=== apb_master_ctrl ===
Fig. 1: apb_master_ctrl, selected gate families
Bar = 20 microns.
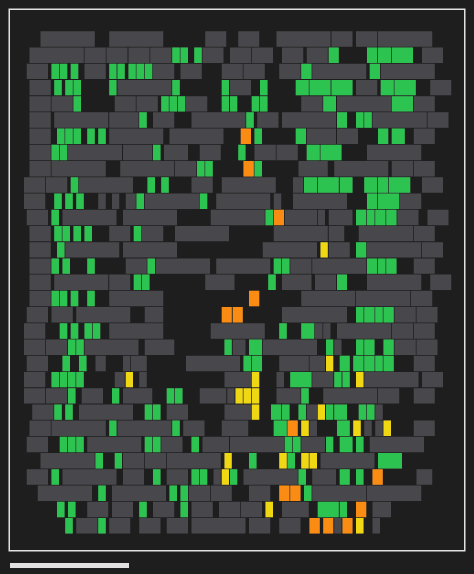

[config.mk]
export PLATFORM = sky130hd
export DESIGN_NAME = apb_master_ctrl
export DESIGN_NICKNAME = d
export VERILOG_FILES = /design/src/rtl/apb_master_ctrl.sv
export SDC_FILE = /design/constraint.sdc
export NUM_CORES = 1
export LEC_CHECK = 0
export ABC_AREA = 1
export CAP_MARGIN = 10
export CORE_ASPECT_RATIO = 1.2
export CORE_MARGIN = 2
export CORE_UTILIZATION = 48
export CTS_BUF_LIST = sky130_fd_sc_hd__clkbuf_8
export DETAILED_ROUTE_END_ITERATION = 10
export GPL_TIMING_DRIVEN = 0
export HOLD_SLACK_MARGIN = 0.06
export PLACE_DENSITY = 0.88
export SYNTH_ARGS = -nofsm -noshare
export SYNTH_HDL_FRONTEND = slang
export SYNTH_SLANG_ARGS = --single-unit
[constraint.sdc]
create_clock -name clk -period 3.5 [get_ports clk]
set_input_delay 1.05 -clock clk [delete_from_list [all_inputs] [get_ports clk]]
set_output_delay 1.05 -clock clk [all_outputs]
set_load 0.05 [all_outputs]
[src/rtl/apb_master_ctrl.sv]
// APB3/APB4 requester: one valid/ready command becomes one APB transfer on a two-slave bus,
// and the outcome (read data, slave error or timeout) comes back on a valid/ready response port.
module apb_master_ctrl #(
  parameter int unsigned SEL_BIT     = 19,
  parameter int unsigned TIMEOUT_CYC = 16
) (
  input  logic        clk,
  input  logic        reset_n,
  // command port
  input  logic        cmd_valid,
  output logic        cmd_ready,
  input  logic        cmd_write,
  input  logic [19:0] cmd_addr,
  input  logic [15:0] cmd_wdata,
  input  logic [1:0]  cmd_strb,
  // APB bus
  output logic [1:0]  psel,
  output logic        penable,
  output logic [19:0] paddr,
  output logic        pwrite,
  output logic [15:0] pwdata,
  output logic [1:0]  pstrb,
  input  logic [15:0] prdata,
  input  logic        pready,
  input  logic        pslverr,
  // response port
  output logic        rsp_valid,
  input  logic        rsp_ready,
  output logic [15:0] rsp_rdata,
  output logic        rsp_err,
  output logic        rsp_timeout
);

  typedef enum logic [1:0] {
    IDLE,
    SETUP,
    ACCESS,
    RESP
  } state_t;

  localparam logic [7:0] WAIT_LAST = 8'(TIMEOUT_CYC - 1);

  state_t     state;
  state_t     state_nxt;
  logic [7:0] wait_cnt;
  logic       accept;
  logic       xfer_done;
  logic       xfer_abort;
  logic       rsp_taken;

  assign accept     = (state == IDLE) && cmd_ready && cmd_valid;
  assign xfer_done  = (state == ACCESS) && pready;
  // The terminal ACCESS cycle only aborts if the slave is still not ready on it.
  assign xfer_abort = (state == ACCESS) && !pready && (wait_cnt == WAIT_LAST);
  assign rsp_taken  = (state == RESP) && rsp_ready;

  // NOTE: sequential state uses non-blocking assignments so every flop samples pre-edge values.
  always_ff @(posedge clk or negedge reset_n) begin
    if (!reset_n) state <= IDLE;
    else          state <= state_nxt;
  end

  // NOTE: next state is given a default before the case so no path can infer a latch.
  always_comb begin
    state_nxt = state;
    unique case (state)
      IDLE:    if (accept)                   state_nxt = SETUP;
      SETUP:                                 state_nxt = ACCESS;
      ACCESS:  if (xfer_done || xfer_abort)  state_nxt = RESP;
      RESP:    if (rsp_taken)                state_nxt = IDLE;
      default:                               state_nxt = IDLE;
    endcase
  end

  // Bus strobes decode straight from the state register, so reset drops them asynchronously.
  always_comb begin
    psel = 2'b00;
    if ((state == SETUP) || (state == ACCESS)) psel[paddr[SEL_BIT]] = 1'b1;
  end

  assign penable   = (state == ACCESS);
  assign rsp_valid = (state == RESP);

  always_ff @(posedge clk or negedge reset_n) begin
    if (!reset_n) begin
      cmd_ready   <= 1'b0;
      paddr       <= '0;
      pwrite      <= 1'b0;
      pwdata      <= '0;
      pstrb       <= '0;
      wait_cnt    <= '0;
      rsp_rdata   <= '0;
      rsp_err     <= 1'b0;
      rsp_timeout <= 1'b0;
    end else begin
      cmd_ready <= (state_nxt == IDLE);

      if (accept) begin
        paddr  <= cmd_addr;
        pwrite <= cmd_write;
        pwdata <= cmd_wdata;
        pstrb  <= cmd_write ? cmd_strb : 2'b00;
      end

      if (state == SETUP)                 wait_cnt <= '0;
      else if (state == ACCESS && !pready) wait_cnt <= wait_cnt + 8'd1;

      if (xfer_done) begin
        rsp_rdata   <= pwrite ? 16'h0000 : prdata;
        rsp_err     <= pslverr;
        rsp_timeout <= 1'b0;
      end else if (xfer_abort) begin
        rsp_rdata   <= 16'h0000;
        rsp_err     <= 1'b1;
        rsp_timeout <= 1'b1;
      end
    end
  end

endmodule

=== fifo ===
--- src/rtl/fifo.sv ---
// Single-clock FIFO with wrap-bit pointers; wr_rd picks a write (1) or a read (0) every cycle.
// Define FIFO_STATUS_EN to add the count, overflow and underflow status outputs.
module fifo #(
    parameter int DATA_W = 8,
    parameter int DEPTH  = 16
) (
    input  logic                      clk,
    input  logic                      rstn,
    input  logic                      wr_rd,
    input  logic [DATA_W-1:0]         data_in,
    output logic                      full,
    output logic                      empty,
    output logic [DATA_W-1:0]         data_out
`ifdef FIFO_STATUS_EN
    ,
    output logic [$clog2(DEPTH):0]    count,
    output logic                      overflow,
    output logic                      underflow
`endif
);

    localparam int ADDR_W = $clog2(DEPTH);
    localparam logic [ADDR_W:0] PTR_ONE = {{ADDR_W{1'b0}}, 1'b1};

    logic [DATA_W-1:0] mem [DEPTH];
    logic [ADDR_W:0]   wr_ptr;
    logic [ADDR_W:0]   rd_ptr;
    logic              wr_en;
    logic              rd_en;

    // Same low bits with different wrap bits means the writer is a full lap ahead.
    assign empty = (wr_ptr == rd_ptr);
    assign full  = (wr_ptr[ADDR_W] != rd_ptr[ADDR_W]) &&
                   (wr_ptr[ADDR_W-1:0] == rd_ptr[ADDR_W-1:0]);

    assign wr_en = wr_rd && !full;
    assign rd_en = !wr_rd && !empty;

    always_ff @(posedge clk) begin
        if (rstn) begin
            wr_ptr   <= '0;
            rd_ptr   <= '0;
            data_out <= '0;
        end else if (wr_en) begin
            wr_ptr <= wr_ptr + PTR_ONE;
        end else if (rd_en) begin
            data_out <= mem[rd_ptr[ADDR_W-1:0]];
            rd_ptr   <= rd_ptr + PTR_ONE;
        end
    end

    // Storage is never cleared; reset only drops it by rewinding the pointers.
    always_ff @(posedge clk) begin
        if (!rstn && wr_en) begin
            mem[wr_ptr[ADDR_W-1:0]] <= data_in;
        end
    end

`ifdef FIFO_STATUS_EN
    assign count = wr_ptr - rd_ptr;

    always_ff @(posedge clk) begin
        if (rstn) begin
            overflow  <= 1'b0;
            underflow <= 1'b0;
        end else begin
            overflow  <= wr_rd && full;
            underflow <= !wr_rd && empty;
        end
    end
`endif

endmodule

--- config.mk ---
export PLATFORM = sky130hd
export DESIGN_NAME = fifo
export DESIGN_NICKNAME = d
export VERILOG_FILES = /design/src/rtl/fifo.sv
export SDC_FILE = /design/constraint.sdc
export NUM_CORES = 1
export LEC_CHECK = 0
export CORE_ASPECT_RATIO = 2
export CORE_MARGIN = 10
export CORE_UTILIZATION = 60
export DETAILED_ROUTE_END_ITERATION = 10
export PLACE_DENSITY = 0.83
export SLEW_MARGIN = 20
export SYNTH_ARGS = -nofsm -noshare
export SYNTH_HDL_FRONTEND = slang
export SYNTH_SLANG_ARGS = --single-unit
--- constraint.sdc ---
create_clock -name clk -period 3.4 [get_ports clk]
set_input_delay 1.02 -clock clk [delete_from_list [all_inputs] [get_ports clk]]
set_output_delay 1.02 -clock clk [all_outputs]
set_load 0.01 [all_outputs]
Fig. 2: apb_master_ctrl, clock network drawn from the DEF
Bar = 20 microns.
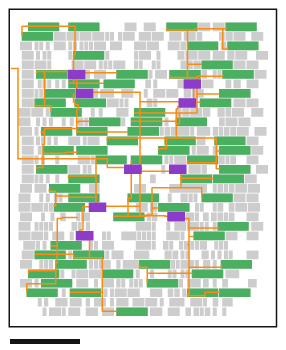
Key: clock drivers = purple [count 9]; clock wires = orange [length 825 microns]; flip-flops = green [count 68]
Position of the flops: widely spread. There are 10 routed clock nets.

Fig. 3: apb_master_ctrl, cell classes on the final placement
Bar = 20 microns.
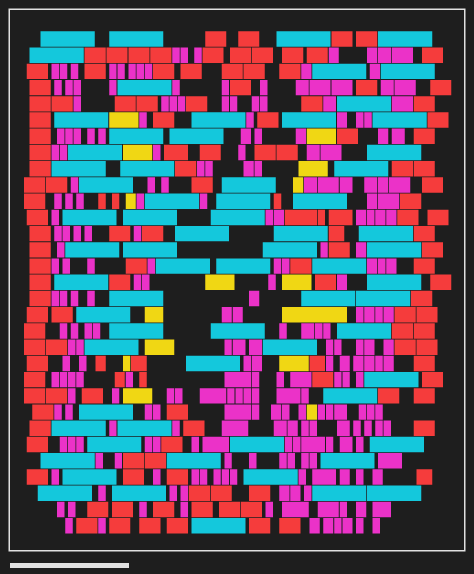
Key: other buffers and delay cells = red [cells 135, share of their area 30%]; flops = cyan [cells 68, share of their area 39%]; combinational and other logic = magenta [cells 255, share of their area 27%]; clock drivers and dummy loads = yellow [cells 15, share of their area 4.1%]
Finished Cell Area: 0.00450 sq mm
FP Rows: 31
Layout Utilization: 0.743
Core ar.: 0.00605 sq mm

## Picture notes: Fig. 1
Key: NAND gates = green [cells 198, most used nand2_1, where widely spread]; inverters = yellow [cells 20, most used inv_1]; inverting AOI/OAI gates = orange [cells 14, most used a21oi_1]
fraction of area in multi-input gates: 0.251
Finished Layout Cells: 555
most common logic cell in the routed design: nand2_1

==> results.py, apb_master_ctrl <==
# Auto-generated metrics
metrics = {
    "status": {
        "status": "finished clean",
    },
    "die": {
        "fp_util": 0.495,
    },
    "final_layout": {
        "num-nonclk-inverters": 20,
        "reg_top3": "paddr x20, pwdata x16, rsp_rdata x16",
        "buffers": 135,
        "mostFrequentLayoutCells": "nand2_1 (144), clkdlybuf4s50_1 (121), dfrtp_1 (68)",
        "diodes": 0,
        "largest_register": "paddr",
        "syn_to_final_growth_pct": 50.2,
        "buffer_area_frac": 0.291,
        "nets": 536,
    },
    "clocking": {
        "cts_buffer_depth": 2,
        "htree_num_levels": 3,
        "tritoncts": "done",
        "clk_pin_slew_ns": 0.08,
        "cts-root-buf": "clkbuf_8",
        "numCtsBuffers": 9,
        "clock_latency_ns": 0.33,
        "cts_sinks": 68,
    },
    "critical_path": {
        "crit_family": "buffers and inverters",
        "critPathArrivalTime_ns": 2.08,
        "critPathCapture": "psel[0]",
        "reg2reg_depth": 8,
        "start_kind": "flop",
        "r2r_end": "rsp_rdata[2]",
    },
    "synth": {
        "yosys_most_used_dff": "dfrtp_1",
        "synth_flop_count": 68,
        "top_cells_by_count": "nand2_1 (144), dfrtp_1 (68), nand3_1 (27)",
        "yosys.area_share.aoi": 0.0234,
        "ys_seq_frac": 0.568,
        "synthSimpleGateAreaFrac": 0.329,
        "largest_area_cell": "dfrtp_1",
        "adder_share": 0.0251,
    },
    "sta": {
        "worst_pin_slew_ns": 0.839,
        "fmax_mhz": 319,
        "drv_slew": 0,
        "fin_crit_sh": 0.895,
        "period_minus_slack_ns": 3.13,
        "finalSetupTns_ns": 0,
        "hold_viol": 0,
    },
    "route": {
        "drt-met1-wl_microns": 3080,
        "routed_wl_microns": 7630,
    },
    "power": {
        "power_frac_comb": 0.574,
        "seqPwrFrac": 0.290,
        "seq_cell_power_w": 0.00131,
        "p_sw_frac": 0.498,
    },
    "flow_run": {
        "tool_warnings": 30,
        "cap_violations": 0,
    },
    "min_path": {
        "hp-start": "pwdata[8]",
        "min_to": "pwdata[8]",
    },
    "grt": {
        "gr-usage-all-layers": 0.230,
        "grt_use_met2": 0.414,
        "grt.busiest_layer": "met2",
        "use_met1": 0.269,
    },
    "place": {
        "place_inst": 540,
    },
}
Fig. 4: fifo, selected gate families
Bar = 20 microns.
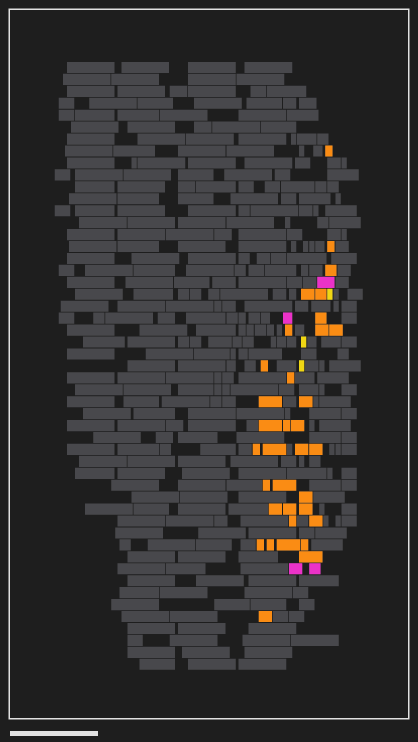
Key: inverting AOI/OAI gates = orange [cells 34, most used a311oi_1]; AND and OR gates = magenta [cells 4]; inverters = yellow [cells 3, most used inv_1]
Finished Layout Cells: 513
fraction of area in multi-input gates: 0.231
most common logic cell in the routed design: edfxtp_1

Fig. 5: fifo, cell classes on the final placement
Bar = 20 microns.
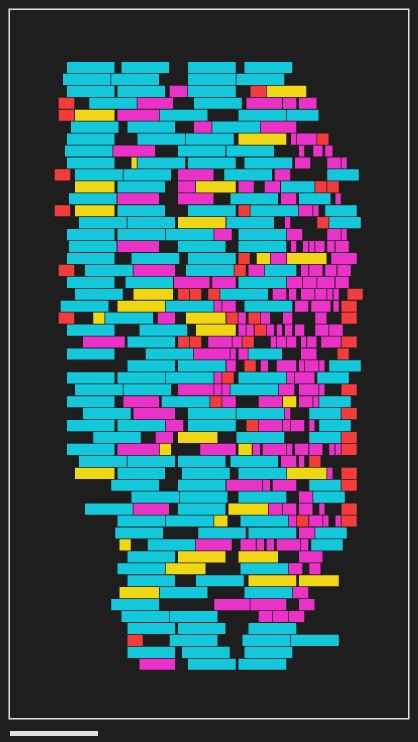
Key: flops = cyan [cells 146, share of their area 61%]; combinational and other logic = magenta [cells 162, share of their area 24%]; clock drivers and dummy loads = yellow [cells 30, share of their area 9.3%]; other buffers and delay cells = red [cells 43, share of their area 5.4%]

==> results.py, fifo <==
# Auto-generated metrics
metrics = {
    "synth": {
        "ys_types": 44,
        "synth_flop_count": 146,
        "top_cell_area_share": 0.641,
        "async_reset_ff_frac": 0,
        "synthSimpleGateAreaFrac": 0.0499,
    },
    "final_layout": {
        "mi_logic_area_sq_mm": 0.00162,
        "num-nonclk-inverters": 3,
        "diodes": 0,
    },
    "critical_path": {
        "criticalPathCategory": "reg -> out",
        "reg2reg_slack_ns": 1.04,
        "crit_start": "wr_ptr[3]",
    },
    "power": {
        "internal_power_w": 0.00350,
        "p_sw_frac": 0.217,
        "seq_cell_power_w": 0.00202,
    },
    "sta": {
        "fmax_mhz": 312,
    },
    "die": {
        "die_h_microns": 161,
        "die_w_microns": 90.7,
    },
    "status": {
        "status": "finished clean",
    },
    "grt": {
        "grt_max_degree": 45,
        "use_met1": 0.191,
    },
    "route": {
        "firstDrtPassIters": 4,
    },
}

## Gallery

Floorplan with the power grid.
Pins as bars on the die edge. Tap cells in gray.
Plate I
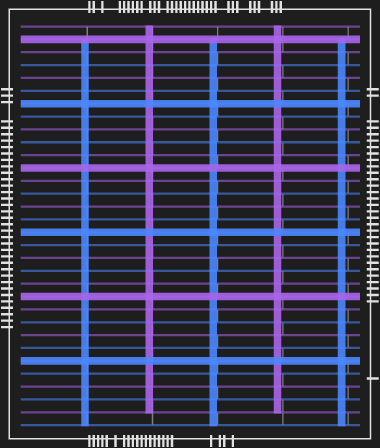
Plate II
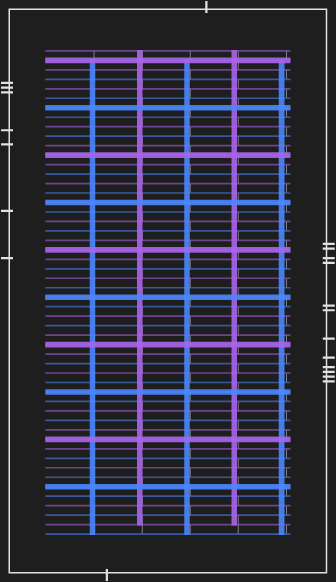
The one with the most pins is Plate I.
The one with the largest die is Plate II.
| from | picture |
|---|---|
| apb_master_ctrl | Plate I |
| fifo | Plate II |


=== seg7_scan_driver ===
Fig. 6: seg7_scan_driver, floorplan with the power grid
Pins as bars on the die edge. Tap cells in gray.
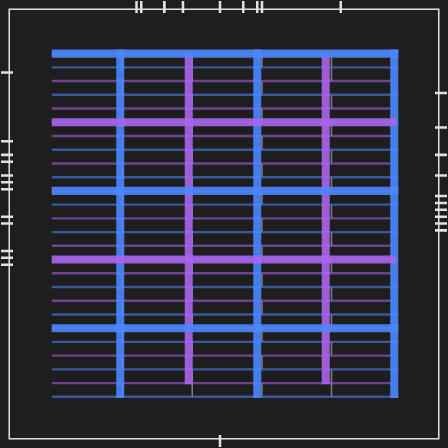
Fig. 7: seg7_scan_driver, clock network drawn from the DEF
Bar = 20 microns.
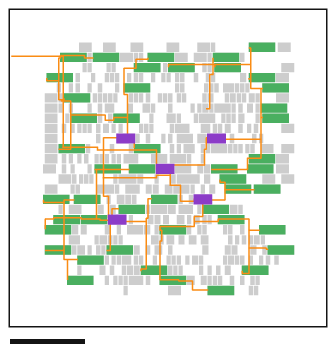
--- src/rtl/seg7_pkg.sv ---
// Shared constants, digit-index map and helper for the seven-segment scan driver.
package seg7_pkg;

    // Active-low segment patterns, bit order {g,f,e,d,c,b,a}
    localparam logic [6:0] SEG_0     = 7'b1000000;
    localparam logic [6:0] SEG_1     = 7'b1111001;
    localparam logic [6:0] SEG_2     = 7'b0100100;
    localparam logic [6:0] SEG_3     = 7'b0110000;
    localparam logic [6:0] SEG_4     = 7'b0011001;
    localparam logic [6:0] SEG_5     = 7'b0010010;
    localparam logic [6:0] SEG_6     = 7'b0000010;
    localparam logic [6:0] SEG_7     = 7'b1111000;
    localparam logic [6:0] SEG_8     = 7'b0000000;
    localparam logic [6:0] SEG_9     = 7'b0010000;
    localparam logic [6:0] SEG_DASH  = 7'b0111111;
    localparam logic [6:0] SEG_BLANK = 7'b1111111;

    localparam logic [1:0] IDX_TIME_TENS  = 2'd3;
    localparam logic [1:0] IDX_TIME_ONES  = 2'd2;
    localparam logic [1:0] IDX_SCORE_TENS = 2'd1;
    localparam logic [1:0] IDX_SCORE_ONES = 2'd0;

    typedef struct packed {
        logic [3:0] time_tens;
        logic [3:0] time_ones;
        logic [3:0] score_tens;
        logic [3:0] score_ones;
    } digits_t;

    function automatic int dwell_cycles(input int clock_freq, input int refresh_hz);
        return clock_freq / refresh_hz;
    endfunction

endpackage

--- src/rtl/seg7_decode.sv ---
// Combinational BCD to active-low seven-segment decode with a blank override.
module seg7_decode
    import seg7_pkg::*;
(
    input  logic [3:0] digit,
    input  logic       blank,
    output logic [6:0] seg
);

    always_comb begin
        seg = SEG_DASH;
        if (blank) begin
            seg = SEG_BLANK;
        end else begin
            case (digit)
                4'd0:    seg = SEG_0;
                4'd1:    seg = SEG_1;
                4'd2:    seg = SEG_2;
                4'd3:    seg = SEG_3;
                4'd4:    seg = SEG_4;
                4'd5:    seg = SEG_5;
                4'd6:    seg = SEG_6;
                4'd7:    seg = SEG_7;
                4'd8:    seg = SEG_8;
                4'd9:    seg = SEG_9;
                default: seg = SEG_DASH;
            endcase
        end
    end

endmodule

--- src/rtl/seg7_scan_driver.sv ---
// Four-digit multiplexed common-anode display driver with per-frame snapshot,
// leading-zero blanking and a dark guard cycle per digit. Optional blink on time 00: SEG7_BLINK_EN.
module seg7_scan_driver
    import seg7_pkg::*;
#(
    parameter int CLOCK_FREQ   = 50000000,
    parameter int REFRESH_HZ   = 1000,
    parameter int BLINK_FRAMES = 125
) (
    input  logic       clk,
    input  logic       rst_n,
    input  logic       en,
    input  logic [3:0] time_tens,
    input  logic [3:0] time_ones,
    input  logic [3:0] score_tens,
    input  logic [3:0] score_ones,
    output logic [3:0] an,
    output logic [6:0] seg,
    output logic       dp,
    output logic       frame_done
);

    localparam int             DWELL    = dwell_cycles(CLOCK_FREQ, REFRESH_HZ);
    localparam int             CW       = $clog2(DWELL);
    localparam logic [CW-1:0]  CNT_LAST = CW'(DWELL - 1);

    if (DWELL < 2 || BLINK_FRAMES < 1) begin : g_cfg_err
        $error("seg7_scan_driver: DWELL must be >= 2 and BLINK_FRAMES >= 1");
    end

    logic [CW-1:0] cnt;
    logic [1:0]    idx;
    digits_t       snap;
    digits_t       live;
    logic          frame_end;
    logic          blink_on;
    logic [3:0]    cur_digit;
    logic          cur_blank;
    logic [6:0]    seg_d;

    assign live      = {time_tens, time_ones, score_tens, score_ones};
    assign frame_end = (idx == IDX_SCORE_ONES) && (cnt == CNT_LAST);

    // Scan state; the 2-bit index wraps 0 -> 3 by itself
    always_ff @(posedge clk) begin
        if (!rst_n) begin
            cnt  <= '0;
            idx  <= IDX_TIME_TENS;
            snap <= '0;
        end else if (en) begin
            if (cnt == CNT_LAST) begin
                cnt <= '0;
                idx <= idx - 2'd1;
            end else begin
                cnt <= cnt + CW'(1);
            end
            if (frame_end) snap <= live;
        end
    end

    always_comb begin
        cur_digit = snap.score_ones;
        cur_blank = 1'b0;
        case (idx)
            IDX_TIME_TENS: begin
                cur_digit = snap.time_tens;
                cur_blank = (snap.time_tens == 4'd0);
            end
            IDX_TIME_ONES:  cur_digit = snap.time_ones;
            IDX_SCORE_TENS: begin
                cur_digit = snap.score_tens;
                cur_blank = (snap.score_tens == 4'd0);
            end
            default:        cur_digit = snap.score_ones;
        endcase
    end

    seg7_decode u_decode (
        .digit (cur_digit),
        .blank (cur_blank),
        .seg   (seg_d)
    );

`ifdef SEG7_BLINK_EN
    localparam int            BW         = (BLINK_FRAMES > 1) ? $clog2(BLINK_FRAMES) : 1;
    localparam logic [BW-1:0] BLINK_LAST = BW'(BLINK_FRAMES - 1);

    logic [BW-1:0] blink_cnt;

    // Judged on the value being latched, so the phase always matches the frame it governs
    always_ff @(posedge clk) begin
        if (!rst_n) begin
            blink_cnt <= '0;
            blink_on  <= 1'b1;
        end else if (en && frame_end) begin
            if (live.time_tens == 4'd0 && live.time_ones == 4'd0) begin
                if (blink_cnt == BLINK_LAST) begin
                    blink_cnt <= '0;
                    blink_on  <= ~blink_on;
                end else begin
                    blink_cnt <= blink_cnt + BW'(1);
                end
            end else begin
                blink_cnt <= '0;
                blink_on  <= 1'b1;
            end
        end
    end
`else
    assign blink_on = 1'b1;
`endif

    always_ff @(posedge clk) begin
        if (!rst_n) begin
            an         <= 4'b1111;
            seg        <= SEG_BLANK;
            dp         <= 1'b1;
            frame_done <= 1'b0;
        end else begin
            an         <= (en && blink_on && cnt != '0) ? ~(4'b0001 << idx) : 4'b1111;
            seg        <= seg_d;
            dp         <= (idx != IDX_TIME_ONES);
            frame_done <= en && frame_end;
        end
    end

endmodule

--- config.mk ---
export PLATFORM = sky130hd
export DESIGN_NAME = seg7_scan_driver
export DESIGN_NICKNAME = d
export VERILOG_FILES = /design/src/rtl/seg7_pkg.sv /design/src/rtl/seg7_decode.sv /design/src/rtl/seg7_scan_driver.sv
export SDC_FILE = /design/constraint.sdc
export NUM_CORES = 1
export LEC_CHECK = 0
export ABC_AREA = 1
export CORE_MARGIN = 8
export CORE_UTILIZATION = 50
export DETAILED_ROUTE_END_ITERATION = 10
export GPL_TIMING_DRIVEN = 0
export PLACE_DENSITY = 0.71
export SLEW_MARGIN = 20
export SYNTH_ARGS = -nofsm -noshare
export SYNTH_HDL_FRONTEND = slang
export SYNTH_SLANG_ARGS = --single-unit
--- constraint.sdc ---
create_clock -name clk -period 4.2 [get_ports clk]
set_input_delay 1.26 -clock clk [delete_from_list [all_inputs] [get_ports clk]]
set_output_delay 1.26 -clock clk [all_outputs]
set_load 0.005 [all_outputs]
==> results.py <==
# Auto-generated metrics
metrics = {
    "grt": {
        "grt_use_met2": 0.213,
        "grt_pass1_wl_microns": 8570,
        "grt_max_degree": 15,
        "gr-usage-all-layers": 0.144,
    },
    "sta": {
        "slew_headroom": 0.768,
        "setup_viol": 0,
        "fmax_mhz": 385,
    },
    "final_layout": {
        "nets": 420,
        "final_core_util": 0.611,
        "mostFrequentLayoutCells": "nand2_1 (108), nor2_1 (69), dfxtp_1 (47)",
        "register_area_sq_um": 941,
        "nClkBuffers": 5,
        "largest_class": "logic gates",
        "nFillCells": 472,
        "mi_logic_area_sq_mm": 0.00118,
        "clkCellAreaFrac": 0.0296,
    },
    "die": {
        "die_h_microns": 84.8,
        "die_w_microns": 84.8,
        "core_sq_mm": 0.00463,
        "tap_cells": 54,
    },
    "power": {
        "pwr_density_cell_mw_per_mm2": 266,
        "pwr-share-clk": 0.352,
        "total_power_w": 0.000753,
    },
    "critical_path": {
        "start_kind": "input pin",
        "criticalPathCategory": "in -> reg",
        "reg2reg_slack_ns": 2.26,
        "worst-path-buf-inv": 2,
        "crit_start": "en",
    },
    "route": {
        "drc": 0,
        "drt-met1-wl_microns": 2670,
        "vias": 2122,
        "top_layer_used": "met4",
        "wl_met3_microns": 284,
        "vias_per_cell": 4.76,
        "wire_per_inst_microns": 11.3,
        "firstDrtPassIters": 4,
        "antenna_left": 0,
        "routed_wl_microns": 5020,
    },
    "status": {
        "status": "finished clean",
    },
    "synth": {
        "adder_share": 0.0529,
        "ys_seq_frac": 0.397,
        "async_reset_ff_frac": 0,
        "top_cells_by_count": "nand2_1 (108), nor2_1 (69), dfxtp_1 (47)",
        "yosys_most_used_dff": "dfxtp_1",
        "yosysChipArea_sq_mm": 0.00237,
        "ys_sh_xor": 0.00370,
        "syn_nets": 382,
        "synthSimpleGateAreaFrac": 0.397,
    },
    "clocking": {
        "holdBufCountCts": 0,
        "cts_sinks": 47,
    },
    "place": {
        "port_buffers": 31,
        "placement.cell_area_sq_mm": 0.00275,
        "place_congestion": 0.831,
    },
    "min_path": {
        "worstHoldPathType": "reg -> reg",
    },
}
Notes on Fig. 6 above:
Key: VSS = blue; VDD = purple
26 met1 rails follow the rows. 5 straps on met4. 54 tap cells.

Notes on Fig. 7 above:
Key: clock drivers = purple [count 5]; clock wires = orange [length 586 microns]; flip-flops = green [count 47]
Position of the flops: widely spread. There are 6 routed clock nets.



==> gallery <==
The clock network.
picture 1
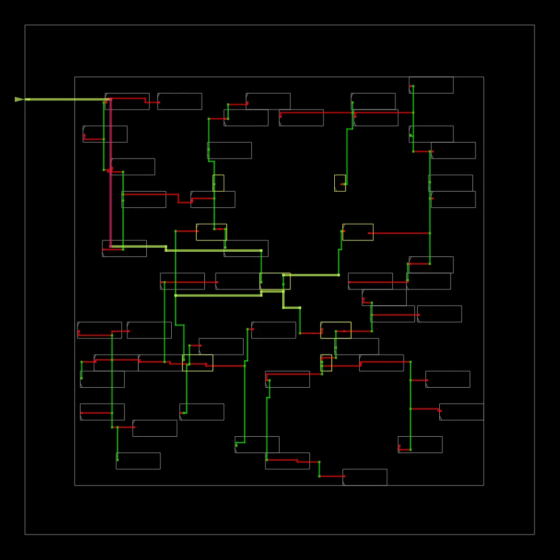
picture 2
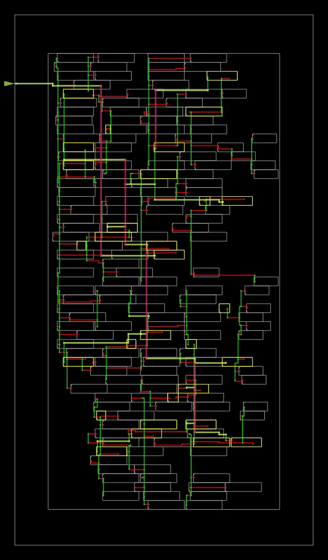
picture 3
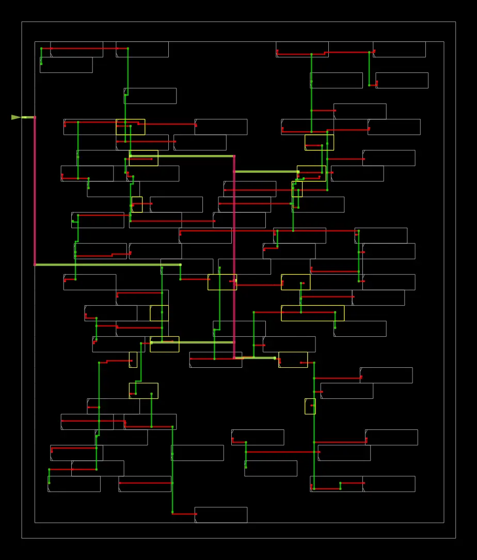
fifo: picture 2
seg7_scan_driver: picture 1
apb_master_ctrl: picture 3
The one with the most sequential cells is picture 2.

Power is estimated from default activity; no workload was simulated.
